==================== gc_transmit
gc_transmit, track usage over the die:
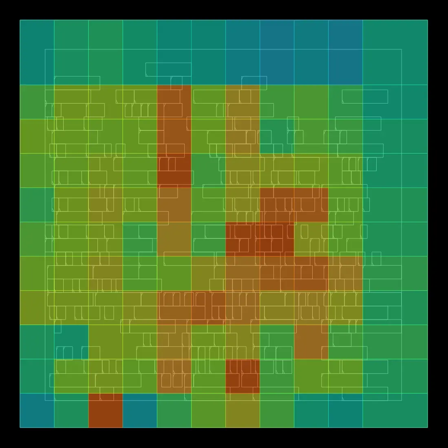
gc_transmit, sizing map:
(4 px per micron)
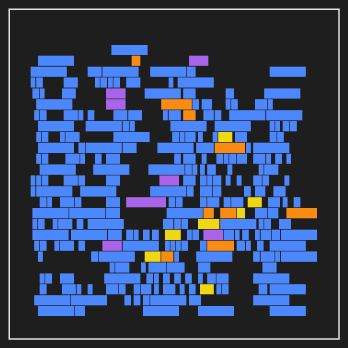
[config.mk]
export PLATFORM = sky130hd
export DESIGN_NAME = gc_transmit
export DESIGN_NICKNAME = d
export VERILOG_FILES = /design/src/rtl/gc_pkg.sv /design/src/rtl/gc_tx_timer.sv /design/src/rtl/gc_transmit.sv
export SDC_FILE = /design/constraint.sdc
export NUM_CORES = 1
export LEC_CHECK = 0
export CAP_MARGIN = 20
export CORE_MARGIN = 5
export CORE_UTILIZATION = 53
export DETAILED_ROUTE_END_ITERATION = 10
export DONT_BUFFER_PORTS = 1
export PLACE_DENSITY = 0.7
export SLEW_MARGIN = 30
export SYNTH_ARGS = -nofsm -noshare
export SYNTH_HDL_FRONTEND = slang
export SYNTH_SLANG_ARGS = --single-unit
export TNS_END_PERCENT = 50
[constraint.sdc]
create_clock -name clk -period 6 [get_ports clk]
set_input_delay 1.2 -clock clk [delete_from_list [all_inputs] [get_ports clk]]
set_output_delay 1.2 -clock clk [all_outputs]
set_load 0.02 [all_outputs]
[src/rtl/gc_pkg.sv]
// Shared definitions for the GameCube controller single-wire link.
package gc_pkg;

    // Well-known host commands, left-aligned (bit 23 goes out first).
    localparam logic [23:0] CMD_INIT            = 24'h000000;
    localparam logic [4:0]  CMD_INIT_LEN        = 5'd8;
    localparam logic [23:0] CMD_POLL            = 24'h400300;
    localparam logic [4:0]  CMD_POLL_LEN        = 5'd24;
    localparam logic [23:0] CMD_WAVEBIRD_ID     = 24'h4E0000;
    localparam logic [4:0]  CMD_WAVEBIRD_ID_LEN = 5'd24;

    // Longest command the shift register can hold.
    localparam logic [4:0]  CMD_MAX_LEN = 5'd24;

    // Low-time multiples of the 1 us quantum; every bit cell is BIT_MULT quanta.
    localparam int LOW_MULT_ONE  = 1;
    localparam int LOW_MULT_ZERO = 3;
    localparam int BIT_MULT      = 4;

    typedef enum logic [2:0] {
        IDLE     = 3'd0,
        BIT_LOW  = 3'd1,
        BIT_HIGH = 3'd2,
        STOP_LOW = 3'd3,
        GUARD    = 3'd4
    } gc_tx_state_t;

    // Lengths beyond the shift register are treated as a full 24-bit command.
    function automatic logic [4:0] clamp_len(input logic [4:0] len);
        return (len > CMD_MAX_LEN) ? CMD_MAX_LEN : len;
    endfunction

endpackage

[src/rtl/gc_tx_timer.sv]
// Loadable 16-bit down-counter; expired is high while the count sits at zero.
module gc_tx_timer (
    input  logic        clk,
    input  logic        reset,
    input  logic        i_load,
    input  logic [15:0] i_load_val,
    output logic        o_expired
);

    logic [15:0] r_count;

    // Load has priority; otherwise count down and park at zero.
    always_ff @(posedge clk or posedge reset) begin
        if (reset) begin
            r_count <= 16'd0;
        end else if (i_load) begin
            r_count <= i_load_val;
        end else if (r_count != 16'd0) begin
            r_count <= r_count - 16'd1;
        end
    end

    assign o_expired = (r_count == 16'd0);

endmodule

[src/rtl/gc_transmit.sv]
// GameCube host-to-controller command serialiser driving an open-drain pad.
module gc_transmit
    import gc_pkg::*;
#(
    parameter int CYCLES_PER_US = 100,
    parameter int GUARD_CYCLES  = 8
) (
    input  logic        clk,
    input  logic        reset,
    input  logic        start,
    input  logic [23:0] cmd,
    input  logic [4:0]  cmd_len,
    output logic        data_oe,
    output logic        send,
    output logic        busy,
    output logic        done
);

    // Phase durations are loaded as length-1 so the timer hits zero on the last cycle.
    localparam logic [15:0] T_LOW_ONE   = 16'(LOW_MULT_ONE * CYCLES_PER_US - 1);
    localparam logic [15:0] T_LOW_ZERO  = 16'(LOW_MULT_ZERO * CYCLES_PER_US - 1);
    localparam logic [15:0] T_HIGH_ONE  = 16'((BIT_MULT - LOW_MULT_ONE) * CYCLES_PER_US - 1);
    localparam logic [15:0] T_HIGH_ZERO = 16'((BIT_MULT - LOW_MULT_ZERO) * CYCLES_PER_US - 1);
    localparam logic [15:0] T_STOP      = 16'(CYCLES_PER_US - 1);
    localparam logic [15:0] T_GUARD     = 16'(GUARD_CYCLES - 1);

    gc_tx_state_t r_state;
    gc_tx_state_t w_next_state;
    logic [23:0]  r_shift;
    logic [4:0]   r_bits;
    logic         r_oe;
    logic         r_send;
    logic         r_busy;
    logic         r_done;
    logic         w_load;
    logic [15:0]  w_load_val;
    logic         w_accept;
    logic         w_advance;
    logic         w_expired;
    logic [4:0]   w_len;

    function automatic logic [15:0] low_time(input logic b);
        return b ? T_LOW_ONE : T_LOW_ZERO;
    endfunction

    function automatic logic [15:0] high_time(input logic b);
        return b ? T_HIGH_ONE : T_HIGH_ZERO;
    endfunction

    assign w_len = clamp_len(cmd_len);

    gc_tx_timer u_timer (
        .clk        (clk),
        .reset      (reset),
        .i_load     (w_load),
        .i_load_val (w_load_val),
        .o_expired  (w_expired)
    );

    // Next-state logic; each transition reloads the timer for the phase it enters.
    always_comb begin
        w_next_state = r_state;
        w_load       = 1'b0;
        w_load_val   = 16'd0;
        w_accept     = 1'b0;
        w_advance    = 1'b0;
        case (r_state)
            IDLE: begin
                if (start) begin
                    w_accept = 1'b1;
                    w_load   = 1'b1;
                    if (w_len != 5'd0) begin
                        w_next_state = BIT_LOW;
                        w_load_val   = low_time(cmd[23]);
                    end else begin
                        w_next_state = STOP_LOW;
                        w_load_val   = T_STOP;
                    end
                end
            end
            BIT_LOW: begin
                if (w_expired) begin
                    w_next_state = BIT_HIGH;
                    w_load       = 1'b1;
                    w_load_val   = high_time(r_shift[23]);
                end
            end
            BIT_HIGH: begin
                if (w_expired) begin
                    w_advance = 1'b1;
                    w_load    = 1'b1;
                    if (r_bits == 5'd1) begin
                        w_next_state = STOP_LOW;
                        w_load_val   = T_STOP;
                    end else begin
                        // r_shift[22] becomes the MSB once the shift lands.
                        w_next_state = BIT_LOW;
                        w_load_val   = low_time(r_shift[22]);
                    end
                end
            end
            STOP_LOW: begin
                if (w_expired) begin
                    w_next_state = GUARD;
                    w_load       = 1'b1;
                    w_load_val   = T_GUARD;
                end
            end
            GUARD: begin
                if (w_expired) begin
                    w_next_state = IDLE;
                end
            end
            default: begin
                w_next_state = IDLE;
            end
        endcase
    end

    // State, command shifter and registered outputs derived from the next state.
    always_ff @(posedge clk or posedge reset) begin
        if (reset) begin
            r_state <= IDLE;
            r_shift <= 24'd0;
            r_bits  <= 5'd0;
            r_oe    <= 1'b0;
            r_send  <= 1'b0;
            r_busy  <= 1'b0;
            r_done  <= 1'b0;
        end else begin
            r_state <= w_next_state;
            r_oe    <= (w_next_state == BIT_LOW) || (w_next_state == STOP_LOW);
            r_send  <= (w_next_state != IDLE);
            r_busy  <= (w_next_state != IDLE);
            r_done  <= (r_state == GUARD) && (w_next_state == IDLE);
            if (w_accept) begin
                r_shift <= cmd;
                r_bits  <= w_len;
            end else if (w_advance) begin
                r_shift <= {r_shift[22:0], 1'b0};
                r_bits  <= r_bits - 5'd1;
            end
        end
    end

    assign data_oe = r_oe;
    assign send    = r_send;
    assign busy    = r_busy;
    assign done    = r_done;

endmodule

==> out/results.txt <==
outcome: finished clean
Critical Path Most Common Cell: nor2_1
Place WS: 3.16 ns
WP data required: 6.18 ns
highest-count logic cell in the final layout: dfrtp_1
Reg2Reg Depth: 5
Seq area share: 0.448
AO/OA Area Share: 0.114
Routed WL: 5.17 mm
PwrDens: 293 nW/um^2
ys cells: 279
LEAKAGE: 1.07 nW
DRC Markers: 0
DRT antenna net count: 0
CP delay by family, top: simple AND/OR/NAND/NOR gates
Overflow after GRT: 0
Post-synth seq share: 0.464
largest class: logic gates
initial antenna violation count: 0
gpl congestion: 0.866
start-to-end type of the worst setup path: primary input to flop
flop count: 51
minimum clock period: 2.47 ns
clk root buf: clkbuf_8
vias in the first global route: 1914
maxcap violations: 0
Yosys reg bits: 51
sequential power share: 0.562
Die Ht: 82.1 microns
clk latency late pin: 0.31 ns
nets: 307
clock buffers: 6
worst reg2reg endpoint: r_shift[16]$_DFFE_PP0P_
cell taking the most area after synthesis: dfrtp_1
Notes on 'track usage over the die' of gc_transmit above:
GRT met1 Usage: 0.247
All-Layer GR Usage: 0.179
met3 Use GR: 0.0439

Notes on 'sizing map' of gc_transmit above:
[orange] x3 and x4 | cells: 9 | share: 3.3%
[purple] x6 and larger | cells: 7 | share: 2.6%
[yellow] x2 | cells: 7 | share: 2.6%
[blue] x1 and smaller | cells: 250 | share: 92%
Buffers, non-clock: 1
worst setup margin: 3.53 ns
Area Overhead vs Synth: 3.45%
final instance area: 2850 sq um


==================== battleship_matrix_scanner
battleship_matrix_scanner, layout detail:
Region (27, 107) to (52, 132) microns. Cells in grey, sequential cells in the stronger grey; small squares are vias.
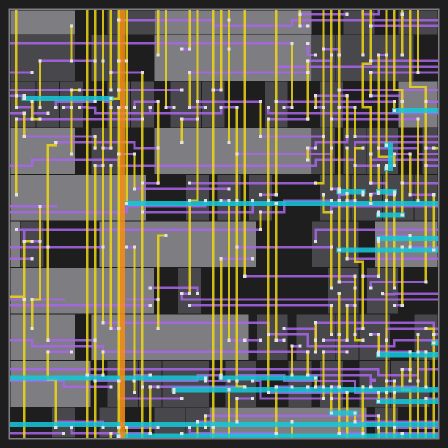
battleship_matrix_scanner, cells coloured by class:
(2 px per micron)
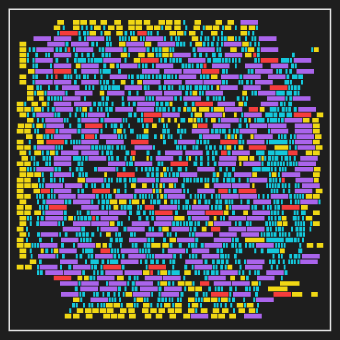
### src/rtl/battleship_matrix_scanner.sv
// battleship_matrix_scanner
// Row-scan display controller for the Battleship LED matrix. Holds one frame
// (ROWS words of BITS bits). Each row is shifted out MSB first, latched, and
// then driven for DWELL cycles. A new frame is taken only at a frame boundary,
// so the display never tears.
// Build option SCANNER_DBUF_EN: when defined, a pending buffer with a
// ready/valid handshake is used. When undefined, frame_in is sampled
// directly at each frame boundary and again on leaving IDLE.
module battleship_matrix_scanner #(
    parameter int ROWS    = 8,
    parameter int BITS    = 24,
    parameter int CLK_DIV = 4,
    parameter int DWELL   = 1000
) (
    input  logic                 clk,
    input  logic                 rst_n,
    input  logic                 enable,
    input  logic [ROWS*BITS-1:0] frame_in,
    input  logic                 frame_valid,
    output logic                 frame_ready,
    output logic                 ser_data,
    output logic                 ser_clk,
    output logic                 ser_latch,
    output logic [ROWS-1:0]      row_sel,
    output logic                 oe_n,
    output logic                 frame_done
);

    localparam int ROW_W = (ROWS    > 1) ? $clog2(ROWS)    : 1;
    localparam int BIT_W = (BITS    > 1) ? $clog2(BITS)    : 1;
    localparam int DIV_W = (CLK_DIV > 1) ? $clog2(CLK_DIV) : 1;
    localparam int DWL_W = (DWELL   > 1) ? $clog2(DWELL)   : 1;

    typedef enum logic [2:0] {
        S_IDLE,
        S_LOAD,
        S_SHIFT,
        S_LATCH,
        S_DWELL
    } state_t;

    state_t               state, nxt_state;
    logic [ROW_W-1:0]     row, nxt_row;
    logic [DIV_W-1:0]     div_cnt, nxt_div_cnt;
    logic [BIT_W-1:0]     bit_cnt, nxt_bit_cnt;
    logic [DWL_W-1:0]     dwell_cnt, nxt_dwell_cnt;
    logic [BITS-1:0]      shreg, nxt_shreg;
    logic [ROWS*BITS-1:0] active;
    logic [BITS-1:0]      active_row;
    logic                 nxt_ser_clk;
    logic                 nxt_ser_latch;
    logic                 nxt_oe_n;
    logic                 nxt_frame_done;
    logic [ROWS-1:0]      nxt_row_sel;
    logic                 lit;
    logic                 boundary;
    logic                 idle_exit;

    assign active_row = active[int'(row)*BITS +: BITS];

    // The serial data pin is the MSB of the shift register. It is therefore
    // registered, and it reads 0 whenever nothing is being shifted.
    assign ser_data = shreg[BITS-1];

    // Next-state, counter and registered-output decode for the scan sequence.
    always_comb begin
        // NOTE: every signal gets a default before the case statement. This
        // way no path leaves a signal unassigned, and no latch is inferred.
        nxt_state     = state;
        nxt_row       = row;
        nxt_div_cnt   = div_cnt;
        nxt_bit_cnt   = bit_cnt;
        nxt_dwell_cnt = dwell_cnt;
        nxt_shreg     = shreg;
        nxt_ser_clk   = 1'b0;
        boundary      = 1'b0;
        idle_exit     = 1'b0;

        if (!enable) begin
            nxt_state     = S_IDLE;
            nxt_row       = '0;
            nxt_div_cnt   = '0;
            nxt_bit_cnt   = '0;
            nxt_dwell_cnt = '0;
            nxt_shreg     = '0;
        end else begin
            case (state)
                S_IDLE: begin
                    nxt_state = S_LOAD;
                    nxt_row   = '0;
                    idle_exit = 1'b1;
                end
                S_LOAD: begin
                    nxt_state   = S_SHIFT;
                    nxt_shreg   = active_row;
                    nxt_div_cnt = '0;
                    nxt_bit_cnt = '0;
                end
                S_SHIFT: begin
                    nxt_ser_clk = ser_clk;
                    if (div_cnt == DIV_W'(CLK_DIV - 1)) begin
                        nxt_div_cnt = '0;
                        if (!ser_clk) begin
                            nxt_ser_clk = 1'b1;
                        end else begin
                            // The falling half ends the bit. Advance to the next bit.
                            nxt_ser_clk = 1'b0;
                            nxt_shreg   = shreg << 1;
                            if (bit_cnt == BIT_W'(BITS - 1)) begin
                                nxt_state = S_LATCH;
                            end else begin
                                nxt_bit_cnt = bit_cnt + 1'b1;
                            end
                        end
                    end else begin
                        nxt_div_cnt = div_cnt + 1'b1;
                    end
                end
                S_LATCH: begin
                    nxt_state     = S_DWELL;
                    nxt_dwell_cnt = '0;
                end
                S_DWELL: begin
                    if (dwell_cnt == DWL_W'(DWELL - 1)) begin
                        nxt_state = S_LOAD;
                        if (row == ROW_W'(ROWS - 1)) begin
                            nxt_row  = '0;
                            boundary = 1'b1;
                        end else begin
                            nxt_row = row + 1'b1;
                        end
                    end else begin
                        nxt_dwell_cnt = dwell_cnt + 1'b1;
                    end
                end
                default: nxt_state = S_IDLE;
            endcase
        end

        // Outputs are decoded from the next state, so that they line up with
        // the state once it is registered.
        lit            = (nxt_state == S_DWELL);
        nxt_ser_latch  = (nxt_state == S_LATCH);
        nxt_oe_n       = !lit;
        nxt_row_sel    = '0;
        if (lit) begin
            nxt_row_sel[nxt_row] = 1'b1;
        end
        nxt_frame_done = lit && (nxt_dwell_cnt == DWL_W'(DWELL - 1))
                             && (nxt_row == ROW_W'(ROWS - 1));
    end

    // State register, scan counters, shift register and registered outputs.
    always_ff @(posedge clk or negedge rst_n) begin
        if (!rst_n) begin
            state      <= S_IDLE;
            row        <= '0;
            div_cnt    <= '0;
            bit_cnt    <= '0;
            dwell_cnt  <= '0;
            shreg      <= '0;
            ser_clk    <= 1'b0;
            ser_latch  <= 1'b0;
            row_sel    <= '0;
            oe_n       <= 1'b1;
            frame_done <= 1'b0;
        end else begin
            // NOTE: sequential state uses non-blocking assignments only. Every
            // register then samples pre-edge values, and the order of the
            // statements cannot change the result.
            state      <= nxt_state;
            row        <= nxt_row;
            div_cnt    <= nxt_div_cnt;
            bit_cnt    <= nxt_bit_cnt;
            dwell_cnt  <= nxt_dwell_cnt;
            shreg      <= nxt_shreg;
            ser_clk    <= nxt_ser_clk;
            ser_latch  <= nxt_ser_latch;
            row_sel    <= nxt_row_sel;
            oe_n       <= nxt_oe_n;
            frame_done <= nxt_frame_done;
        end
    end

`ifdef SCANNER_DBUF_EN
    logic [ROWS*BITS-1:0] pending;
    logic                 unused_idle_exit;

    assign unused_idle_exit = idle_exit;

    // Double buffer. frame_ready is the inverse of the pending flag. A swap
    // needs the pending flag to be set, and an accept needs it to be clear,
    // so the two can never happen on the same edge.
    always_ff @(posedge clk or negedge rst_n) begin
        if (!rst_n) begin
            // NOTE: the frame buffers are reset on purpose. Until the first
            // swap, a blank frame must be scanned.
            active      <= '0;
            pending     <= '0;
            frame_ready <= 1'b1;
        end else if (boundary && !frame_ready) begin
            active      <= pending;
            frame_ready <= 1'b1;
        end else if (frame_valid && frame_ready) begin
            pending     <= frame_in;
            frame_ready <= 1'b0;
        end
    end
`else
    logic unused_frame_valid;

    assign unused_frame_valid = frame_valid;
    assign frame_ready        = 1'b1;

    // Single buffer. frame_in is taken only at a frame boundary or on leaving
    // IDLE. Changes to frame_in in the middle of a frame are therefore ignored.
    always_ff @(posedge clk or negedge rst_n) begin
        if (!rst_n) begin
            // NOTE: the frame buffer is reset on purpose. Until the first
            // sample, a blank frame must be scanned.
            active <= '0;
        end else if (boundary || idle_exit) begin
            active <= frame_in;
        end
    end
`endif

endmodule

### config.mk
export PLATFORM = sky130hd
export DESIGN_NAME = battleship_matrix_scanner
export DESIGN_NICKNAME = d
export VERILOG_FILES = /design/src/rtl/battleship_matrix_scanner.sv
export SDC_FILE = /design/constraint.sdc
export NUM_CORES = 1
export LEC_CHECK = 0
export ABC_AREA = 1
export CORE_MARGIN = 3
export CORE_UTILIZATION = 50
export DETAILED_ROUTE_END_ITERATION = 7
export GPL_TIMING_DRIVEN = 0
export PLACE_DENSITY = 0.76
export SLEW_MARGIN = 25
export SYNTH_ARGS = -nofsm -noshare
export SYNTH_HDL_FRONTEND = slang
export SYNTH_SLANG_ARGS = --single-unit
### constraint.sdc
create_clock -name clk -period 2 [get_ports clk]
set_input_delay 0.4 -clock clk [delete_from_list [all_inputs] [get_ports clk]]
set_output_delay 0.4 -clock clk [all_outputs]
set_load 0.01 [all_outputs]
==> out/results.txt <==
largest power group: sequential cells
Post-CTS Hold Buffers: 1
Top Usage Layer GRT: met2
Overflow after GRT: 0
post-synthesis cell type count: 36
Area Overhead vs Synth: 32.8%
Seq area share: 0.400
RSZ-0062 raised after global routing: yes
Inverters: 239
DRT met1 WL: 14.9 mm
CP delay by family, top: buffers and inverters
GRT met1 Usage: 0.395
Routed WL: 37.7 mm
Worst EP arrival: 1.56 ns
clock share of power: 0.311
combinational gates: 924
hold depth: 2
WP data required: 1.60 ns
outcome: finished clean
# Taps: 313
die area: 25600 sq um
final instance area: 15700 sq um
drt pass-1 iters: 6
crit-path max cell delay: 0.52 ns
skew final: 0.0173 ns
total power: 0.0161 W
DRT antenna net count: 0
About 'layout detail' of battleship_matrix_scanner:
[cyan] M3
[yellow] M2
[orange] M4
[purple] M1
netlist names of flops here include: active (9)
sequential cells in the window: 9
most frequent: nor2_1 (13), nand2_1 (12), o21ai_0 (12)
cells with their middle in the window: 58

About 'cells coloured by class' of battleship_matrix_scanner:
[yellow] remaining buffers and delay cells | cells: 309
[red] clock drivers and dummy loads | cells: 49
[purple] registers | cells: 251
[cyan] remaining logic cells | cells: 1163


==================== bcd_step_counter
<file path="config.mk">
export PLATFORM = sky130hd
export DESIGN_NAME = bcd_step_counter
export DESIGN_NICKNAME = d
export VERILOG_FILES = /design/src/rtl/bcd_pkg.sv /design/src/rtl/bcd_digit_counter.sv /design/src/rtl/bcd_step_counter.sv
export SDC_FILE = /design/constraint.sdc
export NUM_CORES = 1
export LEC_CHECK = 0
export CAP_MARGIN = 20
export CELL_PAD_IN_SITES_DETAIL_PLACEMENT = 0
export CELL_PAD_IN_SITES_GLOBAL_PLACEMENT = 1
export CORE_MARGIN = 2
export CORE_UTILIZATION = 51
export CTS_CLUSTER_SIZE = 20
export DETAILED_ROUTE_END_ITERATION = 10
export DONT_BUFFER_PORTS = 1
export PLACE_DENSITY_LB_ADDON = 0.3
export SETUP_SLACK_MARGIN = 0.1
export SLEW_MARGIN = 10
export SYNTH_ARGS = -nofsm -noshare
export SYNTH_HDL_FRONTEND = slang
export SYNTH_SLANG_ARGS = --single-unit
</file>
<file path="constraint.sdc">
create_clock -name clk -period 5.05 [get_ports clk]
set_input_delay 1.01 -clock clk [delete_from_list [all_inputs] [get_ports clk]]
set_output_delay 1.01 -clock clk [all_outputs]
set_load 0.02 [all_outputs]
</file>
<file path="src/rtl/bcd_pkg.sv">
// Shared BCD digit type, limits and helpers for the counter and display-side blocks.
package bcd_pkg;

  typedef logic [3:0] bcd_digit_t;

  localparam bcd_digit_t  BCD_MAX    = 4'd9;
  localparam int unsigned NUM_DIGITS = 3;
  localparam int unsigned BCD_W      = 4 * NUM_DIGITS;

  // Clamp a nibble to a legal BCD digit; A-F saturate to 9.
  function automatic bcd_digit_t bcd_sat(input bcd_digit_t d);
    return (d > BCD_MAX) ? BCD_MAX : d;
  endfunction

endpackage

</file>
<file path="src/rtl/bcd_digit_counter.sv">
// One BCD decade with parallel load and ripple carry to the next decade.
module bcd_digit_counter
  import bcd_pkg::*;
(
  input  logic       clk,
  input  logic       reset_n,
  input  logic       load,
  input  bcd_digit_t load_digit,
  input  logic       cin,
  output bcd_digit_t q,
  output logic       cout
);

  assign cout = cin & (q == BCD_MAX);

  // Load wins over the carry-in, so a coincident increment is dropped.
  always_ff @(posedge clk or negedge reset_n) begin
    if (!reset_n) begin
      q <= '0;
    end else if (load) begin
      q <= bcd_sat(load_digit);
    end else if (cin) begin
      q <= (q == BCD_MAX) ? '0 : q + 4'd1;
    end
  end

endmodule

</file>
<file path="src/rtl/bcd_step_counter.sv">
// 3-digit BCD up-counter stepped by a button edge or an auto-increment prescaler.
module bcd_step_counter
  import bcd_pkg::*;
#(
  parameter int unsigned CLK_HZ  = 100_000_000,
  parameter int unsigned TICK_HZ = 10
) (
  input  logic             clk,
  input  logic             reset_n,
  input  logic             load,
  input  logic [BCD_W-1:0] load_val,
  input  logic             inc_btn,
  input  logic             auto_en,
  output logic [BCD_W-1:0] bcd_out,
  output logic             wrap,
  output logic             ovf
);

  localparam int unsigned DIV   = CLK_HZ / TICK_HZ;
  localparam int unsigned CNT_W = (DIV < 2) ? 1 : $clog2(DIV);

  if (DIV < 2) begin : g_div_check
    $error("bcd_step_counter: CLK_HZ/TICK_HZ must be at least 2");
  end

  logic             btn_q;
  logic             btn_rise;
  logic [CNT_W-1:0] pre_cnt;
  logic             tick;
  logic             inc_req;
  logic [NUM_DIGITS:0] carry;

  assign btn_rise = inc_btn & ~btn_q;
  assign tick     = auto_en & ~load & (pre_cnt == CNT_W'(DIV - 1));
  assign inc_req  = btn_rise | tick;
  assign carry[0] = inc_req;

  always_ff @(posedge clk or negedge reset_n) begin
    if (!reset_n) begin
      btn_q <= 1'b0;
    end else begin
      btn_q <= inc_btn;
    end
  end

  // Prescaler restarts whenever auto mode is off or a load occurs.
  always_ff @(posedge clk or negedge reset_n) begin
    if (!reset_n) begin
      pre_cnt <= '0;
    end else if (!auto_en || load || (pre_cnt == CNT_W'(DIV - 1))) begin
      pre_cnt <= '0;
    end else begin
      pre_cnt <= pre_cnt + CNT_W'(1);
    end
  end

  for (genvar i = 0; i < NUM_DIGITS; i++) begin : g_digit
    bcd_digit_counter u_digit (
      .clk        (clk),
      .reset_n    (reset_n),
      .load       (load),
      .load_digit (load_val[4*i +: 4]),
      .cin        (carry[i]),
      .q          (bcd_out[4*i +: 4]),
      .cout       (carry[i+1])
    );
  end

  // Carry out of the top digit marks the 999 -> 000 rollover.
  always_ff @(posedge clk or negedge reset_n) begin
    if (!reset_n) begin
      wrap <= 1'b0;
      ovf  <= 1'b0;
    end else if (load) begin
      wrap <= 1'b0;
      ovf  <= 1'b0;
    end else begin
      wrap <= carry[NUM_DIGITS];
      if (carry[NUM_DIGITS]) begin
        ovf <= 1'b1;
      end
    end
  end

endmodule

</file>
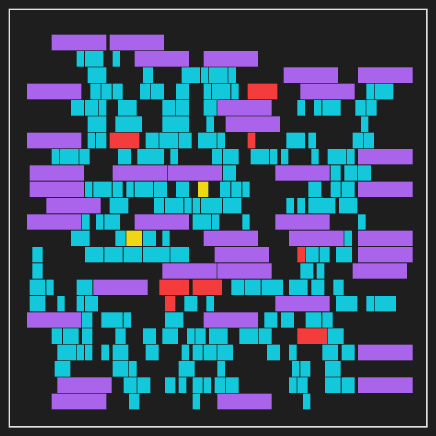
bcd_step_counter: cells coloured by class
(6 px per micron)
[red] clock drivers and dummy loads | cells: 8
[yellow] remaining buffers and delay cells | cells: 2
[purple] registers | cells: 39
[cyan] remaining logic cells | cells: 189
final instance area: 2280 sq um
Seq area share: 0.427

==> out/results.txt <==
post_cts resized: 0
placed inst area: 2190 sq um
Yosys warning total: 0
flop count: 39
count leader, synth: dfrtp_1
LEAKAGE: 0.897 nW
most frequent cells in the layout: dfrtp_1, nor2_1, nand3_1, xnor2_1
number of I/O port buffers: 0
vias in the first global route: 1676
placed cells: 279
MUX share of area: 0.00460
Die Ht: 69.3 microns
DRT antenna net count: 0
Clock group: 0.000205 W
outcome: finished clean
Post-synth seq share: 0.448
die area: 4810 sq um
AO/OA Area Share: 0.136
nets: 255
Switching Power: 0.000170 W
DR top layer: met4
Place WS: 2.14 ns
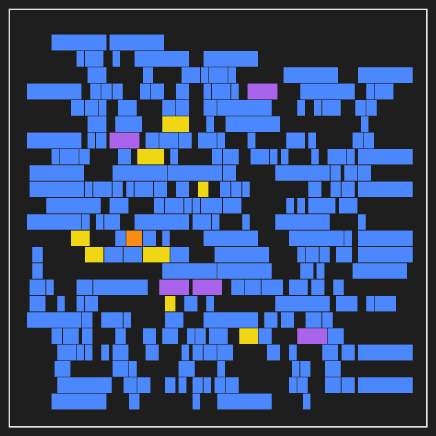
bcd_step_counter: sizing map
(6 px per micron)
[orange] x3 and x4 | cells: 1 | share: 0.42%
[blue] x1 and smaller | cells: 224 | share: 94%
[purple] x6 and larger | cells: 5 | share: 2.1%
[yellow] x2 | cells: 8 | share: 3.4%
worst setup margin: 2.74 ns
Buffers, non-clock: 2
Area Overhead vs Synth: 4.89%


==================== cdcm8_tx_link_sequencer
cdcm8_tx_link_sequencer, cells coloured by class:
(3 px per micron)
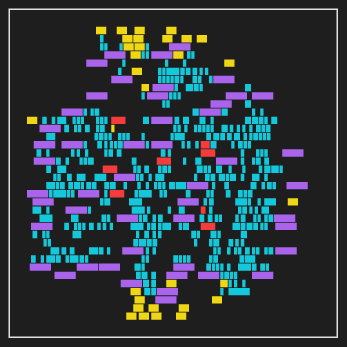
===== config.mk =====
export PLATFORM = sky130hd
export DESIGN_NAME = cdcm8_tx_link_sequencer
export DESIGN_NICKNAME = d
export VERILOG_FILES = /design/src/rtl/cdcm8_tx_link_sequencer.sv
export SDC_FILE = /design/constraint.sdc
export NUM_CORES = 1
export LEC_CHECK = 0
export ABC_AREA = 1
export CORE_MARGIN = 5
export CORE_UTILIZATION = 30
export CTS_CLUSTER_SIZE = 20
export DETAILED_ROUTE_END_ITERATION = 12
export PLACE_DENSITY = 0.53
export RECOVER_POWER = 100
export SYNTH_ARGS = -nofsm -noshare
export SYNTH_HDL_FRONTEND = slang
export SYNTH_SLANG_ARGS = --single-unit

===== constraint.sdc =====
create_clock -name clkDivIn -period 3.15 [get_ports clkDivIn]
set_input_delay 0.315 -clock clkDivIn [delete_from_list [all_inputs] [get_ports clkDivIn]]
set_output_delay 0.315 -clock clkDivIn [all_outputs]
set_load 0.02 [all_outputs]

===== src/rtl/cdcm8_tx_link_sequencer.sv =====
`default_nettype none
// ============================================================================
// Module   : cdcm8_tx_link_sequencer
// Brief    : CDCM-8 TX lane bring-up sequencer (reset hold, scan wait, training,
//            link-up) with timeout/retry and a valid/ready user word path.
// Revision : 1.0 - initial release
// ============================================================================
module cdcm8_tx_link_sequencer #(
  parameter int         kRstCycles    = 16,
  parameter int         kScanTimeout  = 1024,
  parameter int         kStableCycles = 8,
  parameter int         kTrainFrames  = 64,
  parameter logic [7:0] kTrainPattern = 8'hF0,
  parameter logic [7:0] kIdlePattern  = 8'h00,
  parameter int         kCntW         = 16
) (
  input  logic       clkDivIn,
  input  logic       rstIn,
  input  logic       initReq,
  input  logic       scanFinished,
  input  logic [7:0] dataIn,
  input  logic       dataValid,
  output logic       dataReady,
  output logic [7:0] txData,
  output logic       txIoReset,
  output logic       txReady,
  output logic [3:0] retryCount,
  output logic       timeoutErr
);

  typedef enum logic [1:0] {
    RESET_HOLD = 2'd0,
    WAIT_SCAN  = 2'd1,
    TRAIN      = 2'd2,
    LINKUP     = 2'd3
  } stateT;

  localparam longint           cCntLimit     = longint'(1) << kCntW;
  localparam logic [kCntW-1:0] cRstLast      = kCntW'(kRstCycles - 1);
  localparam logic [kCntW-1:0] cScanLast     = kCntW'(kScanTimeout - 1);
  localparam logic [kCntW-1:0] cStableTarget = kCntW'(kStableCycles);
  localparam logic [kCntW-1:0] cTrainLast    = kCntW'(kTrainFrames - 1);

  if (kRstCycles < 2 || longint'(kRstCycles) >= cCntLimit ||
      kStableCycles < 1 || longint'(kStableCycles) >= cCntLimit ||
      kScanTimeout <= kStableCycles || longint'(kScanTimeout) >= cCntLimit ||
      kTrainFrames < 1 || longint'(kTrainFrames) >= cCntLimit) begin : g_paramCheck
    $error("cdcm8_tx_link_sequencer: parameter out of range for kCntW");
  end

  stateT            r_state;
  logic [kCntW-1:0] r_cnt;
  logic [kCntW-1:0] r_stable;
  logic [7:0]       r_txData;
  logic             r_txIoReset;
  logic             r_txReady;
  logic [3:0]       r_retryCount;
  logic             r_timeoutErr;

  logic [kCntW-1:0] w_stableNext;
  logic [3:0]       w_retryInc;
  logic             w_handshake;

  // Combinational so a word is never accepted on a teardown cycle.
  assign dataReady    = (r_state == LINKUP) & scanFinished & ~initReq & ~rstIn;
  assign w_handshake  = dataValid & dataReady;
  assign w_stableNext = scanFinished ? r_stable + 1'b1 : '0;
  assign w_retryInc   = (r_retryCount == 4'hF) ? 4'hF : r_retryCount + 4'd1;

  always_ff @(posedge clkDivIn) begin
    if (rstIn) begin
      r_state      <= RESET_HOLD;
      r_cnt        <= '0;
      r_stable     <= '0;
      r_txData     <= kTrainPattern;
      r_txIoReset  <= 1'b1;
      r_txReady    <= 1'b0;
      r_retryCount <= 4'd0;
      r_timeoutErr <= 1'b0;
    end else if (initReq) begin
      r_state      <= RESET_HOLD;
      r_cnt        <= '0;
      r_stable     <= '0;
      r_txData     <= kTrainPattern;
      r_txIoReset  <= 1'b1;
      r_txReady    <= 1'b0;
      r_retryCount <= 4'd0;
      r_timeoutErr <= 1'b0;
    end else begin
      case (r_state)
        RESET_HOLD: begin
          r_txData  <= kTrainPattern;
          r_txReady <= 1'b0;
          if (r_cnt == cRstLast) begin
            r_state     <= WAIT_SCAN;
            r_cnt       <= '0;
            r_stable    <= '0;
            r_txIoReset <= 1'b0;
          end else begin
            r_cnt       <= r_cnt + 1'b1;
            r_txIoReset <= 1'b1;
          end
        end
        WAIT_SCAN: begin
          r_txData <= kTrainPattern;
          r_stable <= w_stableNext;
          if (w_stableNext == cStableTarget) begin
            r_state <= TRAIN;
            r_cnt   <= '0;
          end else if (r_cnt == cScanLast) begin
            r_state      <= RESET_HOLD;
            r_cnt        <= '0;
            r_txIoReset  <= 1'b1;
            r_retryCount <= w_retryInc;
            r_timeoutErr <= 1'b1;
          end else begin
            r_cnt <= r_cnt + 1'b1;
          end
        end
        TRAIN: begin
          r_txData <= kTrainPattern;
          if (!scanFinished) begin
            r_state      <= RESET_HOLD;
            r_cnt        <= '0;
            r_txIoReset  <= 1'b1;
            r_retryCount <= w_retryInc;
          end else if (r_cnt == cTrainLast) begin
            r_state   <= LINKUP;
            r_cnt     <= '0;
            r_txData  <= kIdlePattern;
            r_txReady <= 1'b1;
          end else begin
            r_cnt <= r_cnt + 1'b1;
          end
        end
        LINKUP: begin
          if (!scanFinished) begin
            r_state      <= RESET_HOLD;
            r_cnt        <= '0;
            r_txData     <= kTrainPattern;
            r_txIoReset  <= 1'b1;
            r_txReady    <= 1'b0;
            r_retryCount <= w_retryInc;
          end else begin
            r_txData <= w_handshake ? dataIn : kIdlePattern;
          end
        end
        default: begin
          r_state <= RESET_HOLD;
          r_cnt   <= '0;
        end
      endcase
    end
  end

  assign txData     = r_txData;
  assign txIoReset  = r_txIoReset;
  assign txReady    = r_txReady;
  assign retryCount = r_retryCount;
  assign timeoutErr = r_timeoutErr;

endmodule
`default_nettype wire


==> out/results.txt <==
outcome: finished clean
worst ir drop on vdd: 0.000174 V
DRT antenna net count: 0
PwrDens: 325 nW/um^2
syn_nets: 454
Register Area: 981 sq um
comb area leader: simple AND/OR/NAND/NOR gates
DR WL met3: 184 microns
seq pwr: 0.000635 W
vias in the first global route: 2638
Post-CTS Hold Buffers: 0
FFs w/ async S/R, synth: 0
core footprint: 9640 sq um
Internal: 0.000837 W
DRC Markers: 0
first-pass GRT wire length: 12.0 mm
number of buffers created by CTS: 5
Post-synth seq share: 0.335
met2 wire length: 3.42 mm
Notes on 'cells coloured by class' of cdcm8_tx_link_sequencer above:
[yellow] remaining buffers and delay cells | cells: 31
[purple] registers | cells: 49
[cyan] remaining logic cells | cells: 378
[red] clock drivers and dummy loads | cells: 8
final instance area: 3380 sq um
row cnt: 36


==================== count_ones_job_queue
count_ones_job_queue, sizing map:
(3 px per micron)
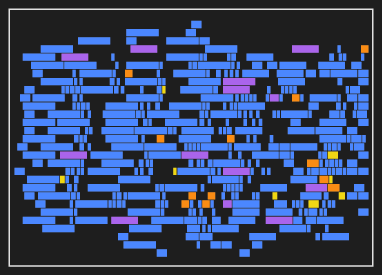
count_ones_job_queue, layout detail:
Region (18, 51) to (43, 76) microns. Cells in grey, sequential cells in the stronger grey; small squares are vias.
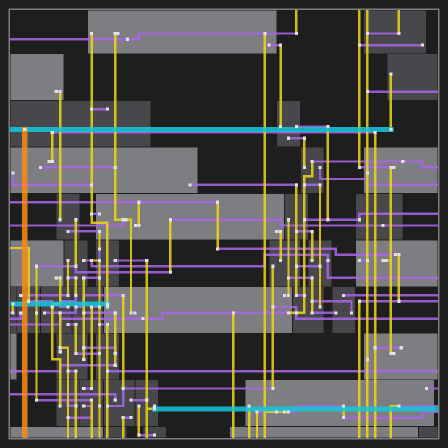
$ cat src/rtl/count_ones_job_queue.sv
// count_ones_job_queue: buffers operand words in a small FIFO and runs them one
// at a time through the count-ones core. The core's sticky-done / restart
// handshake is handled here; results come out on a valid/ready stream in
// arrival order.
//
// state   | meaning
// --------+---------------------------------------------------------------
// IDLE    | waiting for a queued word; pops it into job_reg when level != 0
// LAUNCH  | core_go high for this single cycle
// SETTLE  | core_go low; core_done ignored (may still be stale from last job)
// WAIT    | waiting for core_done
// CAPTURE | core_out moves into the result register once it is free
module count_ones_job_queue #(
  parameter int WIDTH = 16,
  parameter int DEPTH = 4
) (
  input  logic                         clk,
  input  logic                         rst,
  input  logic                         in_valid,
  output logic                         in_ready,
  input  logic [WIDTH-1:0]             in_data,
  output logic                         out_valid,
  input  logic                         out_ready,
  output logic [$clog2(WIDTH+1)-1:0]   out_data,
  output logic                         busy,
  output logic [$clog2(DEPTH):0]       level,
  output logic                         core_go,
  output logic [WIDTH-1:0]             core_in,
  input  logic                         core_done,
  input  logic [$clog2(WIDTH+1)-1:0]   core_out
);

  localparam int CW = $clog2(WIDTH + 1);
  localparam int PW = $clog2(DEPTH);
  localparam int LW = PW + 1;

  typedef enum logic [2:0] {
    S_IDLE,
    S_LAUNCH,
    S_SETTLE,
    S_WAIT,
    S_CAPTURE
  } state_t;

  state_t           state;
  logic [WIDTH-1:0] mem [DEPTH];
  logic [PW-1:0]    wr_ptr;
  logic [PW-1:0]    rd_ptr;
  logic [WIDTH-1:0] job_reg;
  logic             push;
  logic             pop;

  assign in_ready = (level != LW'(DEPTH));
  assign push     = in_valid && in_ready;
  // Popping only from IDLE gives the no-fall-through behaviour: a word pushed
  // at an edge is seen by IDLE in the following cycle at the earliest.
  assign pop      = (state == S_IDLE) && (level != '0);
  assign core_in  = job_reg;
  assign busy     = (state != S_IDLE);

  // FIFO storage write; contents need no reset since level gates every read.
  always_ff @(posedge clk) begin
    if (push) mem[wr_ptr] <= in_data;
  end

  // FIFO pointers and occupancy; pointers wrap naturally since DEPTH is 2^PW.
  always_ff @(posedge clk or posedge rst) begin
    if (rst) begin
      wr_ptr <= '0;
      rd_ptr <= '0;
      level  <= '0;
    end else begin
      if (push) wr_ptr <= wr_ptr + PW'(1);
      if (pop)  rd_ptr <= rd_ptr + PW'(1);
      case ({push, pop})
        2'b10:   level <= level + LW'(1);
        2'b01:   level <= level - LW'(1);
        default: level <= level;
      endcase
    end
  end

  // Job sequencer with registered core_go and result register.
  always_ff @(posedge clk or posedge rst) begin
    if (rst) begin
      state     <= S_IDLE;
      job_reg   <= '0;
      core_go   <= 1'b0;
      out_valid <= 1'b0;
      out_data  <= '0;
    end else begin
      if (out_valid && out_ready) out_valid <= 1'b0;
      case (state)
        S_IDLE: begin
          core_go <= 1'b0;
          if (pop) begin
            job_reg <= mem[rd_ptr];
            core_go <= 1'b1;
            state   <= S_LAUNCH;
          end
        end
        S_LAUNCH: begin
          core_go <= 1'b0;
          state   <= S_SETTLE;
        end
        S_SETTLE: begin
          // A done seen here can belong to the previous job, so skip it.
          core_go <= 1'b0;
          state   <= S_WAIT;
        end
        S_WAIT: begin
          core_go <= 1'b0;
          if (core_done) state <= S_CAPTURE;
        end
        S_CAPTURE: begin
          // core_out reloads on the done edge, so it is valid one cycle after
          // done was first seen and stays put while done remains sticky.
          core_go <= 1'b0;
          if (!out_valid || out_ready) begin
            out_data  <= CW'(core_out);
            out_valid <= 1'b1;
            state     <= S_IDLE;
          end
        end
        default: begin
          core_go <= 1'b0;
          state   <= S_IDLE;
        end
      endcase
    end
  end

endmodule

$ cat config.mk
export PLATFORM = sky130hd
export DESIGN_NAME = count_ones_job_queue
export DESIGN_NICKNAME = d
export VERILOG_FILES = /design/src/rtl/count_ones_job_queue.sv
export SDC_FILE = /design/constraint.sdc
export NUM_CORES = 1
export LEC_CHECK = 0
export ABC_AREA = 1
export ABC_CLOCK_PERIOD_IN_PS = 2500
export CAP_MARGIN = 20
export CORE_ASPECT_RATIO = 0.7
export CORE_MARGIN = 1
export CORE_UTILIZATION = 40
export CTS_CLUSTER_SIZE = 40
export DETAILED_ROUTE_END_ITERATION = 8
export PLACE_DENSITY = 0.71
export SYNTH_ARGS = -nofsm -noshare
export SYNTH_HDL_FRONTEND = slang
export SYNTH_SLANG_ARGS = --single-unit
$ cat constraint.sdc
create_clock -name clk -period 2.5 [get_ports clk]
set_input_delay 0.25 -clock clk [delete_from_list [all_inputs] [get_ports clk]]
set_output_delay 0.25 -clock clk [all_outputs]
set_load 0.01 [all_outputs]
==> out/results.txt <==
outcome: finished clean
final hold violation count: 0
CP delay by family, top: simple AND/OR/NAND/NOR gates
Switching Power: 0.00214 W
Final setup viols: 0
R2R Setup Slk: 0.43 ns
Setup TNS Final: 0 ns
number of I/O port buffers: 53
Die Ht: 85.1 microns
start-to-end type of the worst setup path: flop to flop
WP data required: 2.77 ns
total inserted antenna cells: 0
met2 GRT Util: 0.249
Routed WL: 7.82 mm
Crit Reg-Reg Startpoint: state[0]$_DFFE_PP0P_
seq pwr: 0.00243 W
CP max-delay cell: dfrtp_1
post-synthesis cell type count: 29
About 'sizing map' of count_ones_job_queue:
[yellow] x2 | cells: 8 | share: 1.9%
[blue] x1 and smaller | cells: 387 | share: 92%
[purple] x6 and larger | cells: 13 | share: 3.1%
[orange] x3 and x4 | cells: 12 | share: 2.9%
worst setup margin: 0.428 ns
final instance area: 4900 sq um
Area Overhead vs Synth: 24.3%

About 'layout detail' of count_ones_job_queue:
[purple] M1
[cyan] M3
[yellow] M2
[orange] M4
most frequent: nor2_1 (11), edfxtp_1 (5), o21ai_0 (4)
netlist names of flops here include: mem (5)
sequential cells in the window: 5
cells with their middle in the window: 27


==================== mem_stage_flat
mem_stage_flat, metal 1:
(3 px per micron)
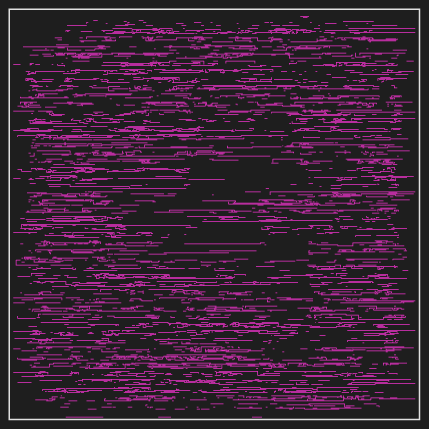
<file path="config.mk">
export PLATFORM = sky130hd
export DESIGN_NAME = mem_stage_flat
export DESIGN_NICKNAME = d
export VERILOG_FILES = /design/src/rtl/pipeline_pkg.sv /design/src/rtl/mem_stage_if.sv /design/src/rtl/mem_stage_wb_reg.sv /design/src/rtl/mem_stage.sv /design/src/flat_wrapper.sv
export SDC_FILE = /design/constraint.sdc
export NUM_CORES = 1
export LEC_CHECK = 0
export ABC_AREA = 1
export CAP_MARGIN = 20
export CORE_MARGIN = 2
export CORE_UTILIZATION = 43
export DETAILED_ROUTE_END_ITERATION = 16
export PLACE_DENSITY = 0.76
export SKIP_LAST_GASP = 1
export SYNTH_ARGS = -nofsm -noshare
export SYNTH_HDL_FRONTEND = slang
export SYNTH_SLANG_ARGS = --single-unit
</file>
<file path="constraint.sdc">
create_clock -name clk -period 2.89 [get_ports clk]
set_input_delay 0.867 -clock clk [delete_from_list [all_inputs] [get_ports clk]]
set_output_delay 0.867 -clock clk [all_outputs]
set_load 0.01 [all_outputs]
</file>
<file path="src/rtl/pipeline_pkg.sv">
// Shared pipeline types: M-stage and MEM/WB bundles plus the memory-access state encoding.
package pipeline_pkg;

    localparam int unsigned XLEN       = 32;
    localparam int unsigned REG_ADDR_W = 5;

    typedef enum logic {
        IDLE,
        WAIT
    } mem_state_t;

    typedef struct packed {
        logic                  valid;
        logic                  reg_write;
        logic                  result_src;
        logic                  mem_write;
        logic [XLEN-1:0]       alu_result;
        logic [XLEN-1:0]       write_data;
        logic [REG_ADDR_W-1:0] rd;
        logic [XLEN-1:0]       pc_plus4;
    } m_bundle_t;

    typedef struct packed {
        logic                  valid;
        logic                  reg_write;
        logic                  result_src;
        logic [XLEN-1:0]       alu_result;
        logic [XLEN-1:0]       read_data;
        logic [XLEN-1:0]       pc_plus4;
        logic [REG_ADDR_W-1:0] rd;
    } w_bundle_t;

    // Project an M bundle onto the W fields; a write only counts for a valid slot.
    function automatic w_bundle_t m_to_w(input m_bundle_t m, input logic [XLEN-1:0] rdata);
        w_bundle_t w;
        w.valid      = m.valid;
        w.reg_write  = m.reg_write & m.valid;
        w.result_src = m.result_src;
        w.alu_result = m.alu_result;
        w.read_data  = rdata;
        w.pc_plus4   = m.pc_plus4;
        w.rd         = m.rd;
        return w;
    endfunction

endpackage

</file>
<file path="src/rtl/mem_stage_if.sv">
// Data-memory req/ack bus between the MEM stage (master) and the memory (slave).
interface mem_stage_if #(
    parameter int unsigned ADDRESS_WIDTH = 32,
    parameter int unsigned DATA_WIDTH    = 32
);
    logic                     mem_req;
    logic                     mem_we;
    logic [ADDRESS_WIDTH-1:0] mem_addr;
    logic [DATA_WIDTH-1:0]    mem_wdata;
    logic                     mem_ack;
    logic [DATA_WIDTH-1:0]    mem_rdata;

    modport master (
        output mem_req, mem_we, mem_addr, mem_wdata,
        input  mem_ack, mem_rdata
    );

    modport slave (
        input  mem_req, mem_we, mem_addr, mem_wdata,
        output mem_ack, mem_rdata
    );
endinterface

</file>
<file path="src/rtl/mem_stage_wb_reg.sv">
// Plain MEM/WB pipeline register: load enable, bubble insert, separate read-data enable.
module mem_wb_reg
    import pipeline_pkg::*;
(
    input  logic      clk,
    input  logic      rst_n,
    input  logic      load,
    input  logic      bubble,
    input  logic      load_rdata,
    input  w_bundle_t d,
    output w_bundle_t q
);

    // A bubble clears only the qualifiers; payload fields keep their last value.
    always_ff @(posedge clk or negedge rst_n) begin
        if (!rst_n) begin
            q <= '0;
        end else if (bubble) begin
            q.valid     <= 1'b0;
            q.reg_write <= 1'b0;
        end else if (load) begin
            q.valid      <= d.valid;
            q.reg_write  <= d.reg_write;
            q.result_src <= d.result_src;
            q.alu_result <= d.alu_result;
            q.pc_plus4   <= d.pc_plus4;
            q.rd         <= d.rd;
            if (load_rdata) begin
                q.read_data <= d.read_data;
            end
        end
    end

endmodule

</file>
<file path="src/rtl/mem_stage.sv">
// MEM stage: issues the data-memory access, stalls upstream while it is outstanding,
// and feeds the MEM/WB register.
module mem_stage
    import pipeline_pkg::*;
#(
    parameter int unsigned DATA_WIDTH    = 32,
    parameter int unsigned ADDRESS_WIDTH = 32
) (
    input  logic                  clk,
    input  logic                  rst_n,

    input  logic                  ValidM,
    input  logic                  FlushM,
    input  logic                  RegWriteM,
    input  logic                  ResultSrcM,
    input  logic                  MemWriteM,
    input  logic [DATA_WIDTH-1:0] ALUResultM,
    input  logic [DATA_WIDTH-1:0] WriteDataM,
    input  logic [4:0]            RdM,
    input  logic [DATA_WIDTH-1:0] PCPlus4M,

    output logic                  StallM,
    mem_stage_if.master           mem,

    output logic                  ValidW,
    output logic                  RegWriteW,
    output logic                  ResultSrcW,
    output logic [DATA_WIDTH-1:0] ALUResultW,
    output logic [DATA_WIDTH-1:0] ReadDataW,
    output logic [DATA_WIDTH-1:0] PCPlus4W,
    output logic [4:0]            RdW
);

    mem_state_t               state, state_nxt;
    logic                     kill, kill_nxt;
    logic [ADDRESS_WIDTH-1:0] lat_addr, lat_addr_nxt;
    logic                     lat_we, lat_we_nxt;
    logic [DATA_WIDTH-1:0]    lat_wdata, lat_wdata_nxt;

    m_bundle_t                m_c;
    logic                     memop_c;
    logic                     req_c;
    logic                     we_c;
    logic [ADDRESS_WIDTH-1:0] addr_c;
    logic [DATA_WIDTH-1:0]    wdata_c;
    logic                     stall_c;
    logic                     w_load_c;
    logic                     w_bubble_c;
    logic                     w_rdata_en_c;
    w_bundle_t                w_d_c;
    w_bundle_t                w_q;

    always_comb begin
        m_c.valid      = ValidM;
        m_c.reg_write  = RegWriteM;
        m_c.result_src = ResultSrcM;
        m_c.mem_write  = MemWriteM;
        m_c.alu_result = XLEN'(ALUResultM);
        m_c.write_data = XLEN'(WriteDataM);
        m_c.rd         = REG_ADDR_W'(RdM);
        m_c.pc_plus4   = XLEN'(PCPlus4M);
    end

    // A flushed slot never reaches the bus.
    assign memop_c = m_c.valid & ~FlushM & (m_c.result_src | m_c.mem_write);

    always_ff @(posedge clk or negedge rst_n) begin
        if (!rst_n) begin
            state     <= IDLE;
            kill      <= 1'b0;
            lat_addr  <= '0;
            lat_we    <= 1'b0;
            lat_wdata <= '0;
        end else begin
            state     <= state_nxt;
            kill      <= kill_nxt;
            lat_addr  <= lat_addr_nxt;
            lat_we    <= lat_we_nxt;
            lat_wdata <= lat_wdata_nxt;
        end
    end

    always_comb begin
        state_nxt     = state;
        kill_nxt      = kill;
        lat_addr_nxt  = lat_addr;
        lat_we_nxt    = lat_we;
        lat_wdata_nxt = lat_wdata;
        req_c         = 1'b0;
        we_c          = lat_we;
        addr_c        = lat_addr;
        wdata_c       = lat_wdata;
        stall_c       = 1'b0;
        w_load_c      = 1'b0;
        w_bubble_c    = 1'b0;
        w_rdata_en_c  = 1'b0;
        w_d_c         = m_to_w(m_c, XLEN'(mem.mem_rdata));

        unique case (state)
            IDLE: begin
                if (memop_c) begin
                    req_c   = 1'b1;
                    addr_c  = ADDRESS_WIDTH'(ALUResultM);
                    we_c    = MemWriteM;
                    wdata_c = WriteDataM;
                    if (mem.mem_ack) begin
                        w_load_c     = 1'b1;
                        w_rdata_en_c = 1'b1;
                    end else begin
                        stall_c       = 1'b1;
                        w_bubble_c    = 1'b1;
                        lat_addr_nxt  = addr_c;
                        lat_we_nxt    = we_c;
                        lat_wdata_nxt = wdata_c;
                        state_nxt     = WAIT;
                    end
                end else if (!ValidM || FlushM) begin
                    w_bubble_c = 1'b1;
                end else begin
                    w_load_c = 1'b1;
                end
            end
            WAIT: begin
                // The bus transaction cannot be aborted; a flush only suppresses writeback.
                req_c = 1'b1;
                if (FlushM) begin
                    kill_nxt = 1'b1;
                end
                if (mem.mem_ack) begin
                    w_load_c        = 1'b1;
                    w_rdata_en_c    = 1'b1;
                    w_d_c.valid     = ValidM & ~kill & ~FlushM;
                    w_d_c.reg_write = RegWriteM & ValidM & ~kill & ~FlushM;
                    kill_nxt        = 1'b0;
                    state_nxt       = IDLE;
                end else begin
                    stall_c    = 1'b1;
                    w_bubble_c = 1'b1;
                end
            end
            default: begin
                state_nxt = IDLE;
            end
        endcase
    end

    // Reset must drop the request and the stall immediately, even mid-access.
    assign mem.mem_req   = rst_n & req_c;
    assign mem.mem_we    = we_c;
    assign mem.mem_addr  = addr_c;
    assign mem.mem_wdata = wdata_c;
    assign StallM        = rst_n & stall_c;

    mem_wb_reg u_mem_wb_reg (
        .clk        (clk),
        .rst_n      (rst_n),
        .load       (w_load_c),
        .bubble     (w_bubble_c),
        .load_rdata (w_rdata_en_c),
        .d          (w_d_c),
        .q          (w_q)
    );

    assign ValidW     = w_q.valid;
    assign RegWriteW  = w_q.reg_write;
    assign ResultSrcW = w_q.result_src;
    assign ALUResultW = DATA_WIDTH'(w_q.alu_result);
    assign ReadDataW  = DATA_WIDTH'(w_q.read_data);
    assign PCPlus4W   = DATA_WIDTH'(w_q.pc_plus4);
    assign RdW        = 5'(w_q.rd);

endmodule
</file>
<file path="src/flat_wrapper.sv">
// flat-port wrapper written by rule: the top's interface ports become plain ports
module mem_stage_flat import pipeline_pkg::*;
#(
    parameter int unsigned DATA_WIDTH    = 32,
    parameter int unsigned ADDRESS_WIDTH = 32
)
  (clk, rst_n, ValidM, FlushM, RegWriteM, ResultSrcM, MemWriteM, ALUResultM, WriteDataM, RdM, PCPlus4M, StallM, ValidW, RegWriteW, ResultSrcW, ALUResultW, ReadDataW, PCPlus4W, RdW, mem_mem_req, mem_mem_we, mem_mem_addr, mem_mem_wdata, mem_mem_ack, mem_mem_rdata);
  mem_stage_if #(.ADDRESS_WIDTH(ADDRESS_WIDTH), .DATA_WIDTH(DATA_WIDTH)) mem_i ();
  input  logic clk;
  input  logic rst_n;
  input  logic ValidM;
  input  logic FlushM;
  input  logic RegWriteM;
  input  logic ResultSrcM;
  input  logic MemWriteM;
  input  logic [DATA_WIDTH-1:0] ALUResultM;
  input  logic [DATA_WIDTH-1:0] WriteDataM;
  input  logic [4:0] RdM;
  input  logic [DATA_WIDTH-1:0] PCPlus4M;
  output logic StallM;
  output logic ValidW;
  output logic RegWriteW;
  output logic ResultSrcW;
  output logic [DATA_WIDTH-1:0] ALUResultW;
  output logic [DATA_WIDTH-1:0] ReadDataW;
  output logic [DATA_WIDTH-1:0] PCPlus4W;
  output logic [4:0] RdW;
  output wire logic [$bits(mem_i.mem_req)-1:0] mem_mem_req;
  output wire logic [$bits(mem_i.mem_we)-1:0] mem_mem_we;
  output wire logic [$bits(mem_i.mem_addr)-1:0] mem_mem_addr;
  output wire logic [$bits(mem_i.mem_wdata)-1:0] mem_mem_wdata;
  input wire logic [$bits(mem_i.mem_ack)-1:0] mem_mem_ack;
  input wire logic [$bits(mem_i.mem_rdata)-1:0] mem_mem_rdata;
  assign mem_mem_req = mem_i.mem_req;
  assign mem_mem_we = mem_i.mem_we;
  assign mem_mem_addr = mem_i.mem_addr;
  assign mem_mem_wdata = mem_i.mem_wdata;
  assign mem_i.mem_ack = mem_mem_ack;
  assign mem_i.mem_rdata = mem_mem_rdata;
  mem_stage #(.DATA_WIDTH(DATA_WIDTH), .ADDRESS_WIDTH(ADDRESS_WIDTH)) u_core (.clk(clk), .rst_n(rst_n), .ValidM(ValidM), .FlushM(FlushM), .RegWriteM(RegWriteM), .ResultSrcM(ResultSrcM), .MemWriteM(MemWriteM), .ALUResultM(ALUResultM), .WriteDataM(WriteDataM), .RdM(RdM), .PCPlus4M(PCPlus4M), .StallM(StallM), .mem(mem_i), .ValidW(ValidW), .RegWriteW(RegWriteW), .ResultSrcW(ResultSrcW), .ALUResultW(ALUResultW), .ReadDataW(ReadDataW), .PCPlus4W(PCPlus4W), .RdW(RdW));
endmodule
</file>
==> out/results.txt <==
outcome: finished clean
Largest regs: u_core.u_mem_wb_reg.q: 104 flops, u_core.lat_addr: 32 flops, u_core.lat_wdata: 32 flops
Die Ht: 136 microns
Chip Width: 136 microns
Overflow after GRT: 0
R2R Setup Slk: 0.86 ns
worst path bufs/invs: 5
placed cells: 1433
placed inst area: 11200 sq um
Inverters: 71
Worst Setup SP: FlushM
Mapped Area: 7520 sq um
Buffers, non-clock: 394
share of layout cells above drive strength 1: 0.169
die area: 18600 sq um
Post-Synth Simple-Gate Area: 0.258
LEAKAGE: 5.97 nW
nets: 1383
Top Usage Layer GRT: met2
Post-CTS Hold Buffers: 0
Final HPWL DP: 15.9 mm
Levels on crit path: 9
DR WL met3: 1.92 mm
most frequent cells in the layout: nand2_1, clkdlybuf4s50_1, dfrtp_1, o21ai_1, nand4_1
Commonest flop: dfrtp_1
Post-synth EDFFs: 0
buffering overhead: 0.310
post-layout period usage of the worst path: 0.980
tally of non-filler cells in the final layout: 1480
Notes on 'metal 1' of mem_stage_flat above:
nets with wire on the layer: 1196
longest straight run: 48.3 microns
Routed WL: 24.4 mm
vias: 7506
GRT met1 Usage: 0.325



==> notes/layouts.md <==
Pictures saved along the way, in no particular order.

Track usage over the die.
panel A
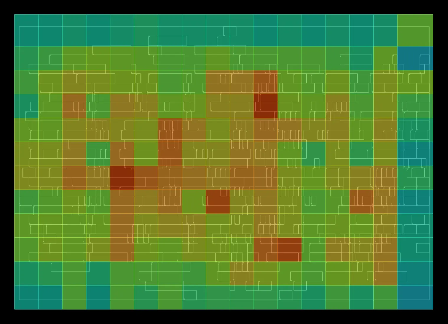
panel B
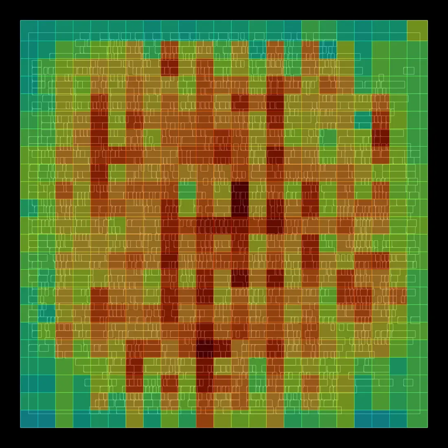
panel C
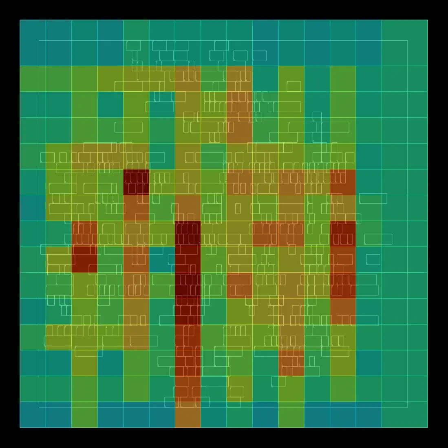
panel D
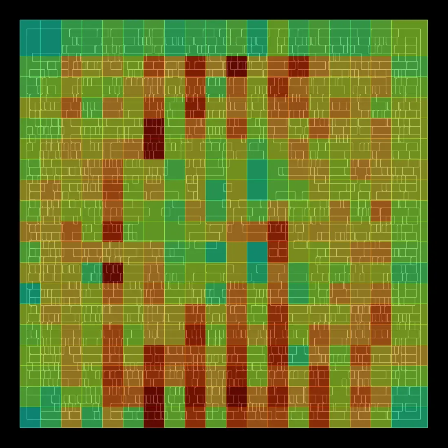
panel D: mem_stage_flat
panel A: count_ones_job_queue
panel B: battleship_matrix_scanner
panel C: cdcm8_tx_link_sequencer

Power figures rest on the tool's default switching activity, not on a simulated workload.
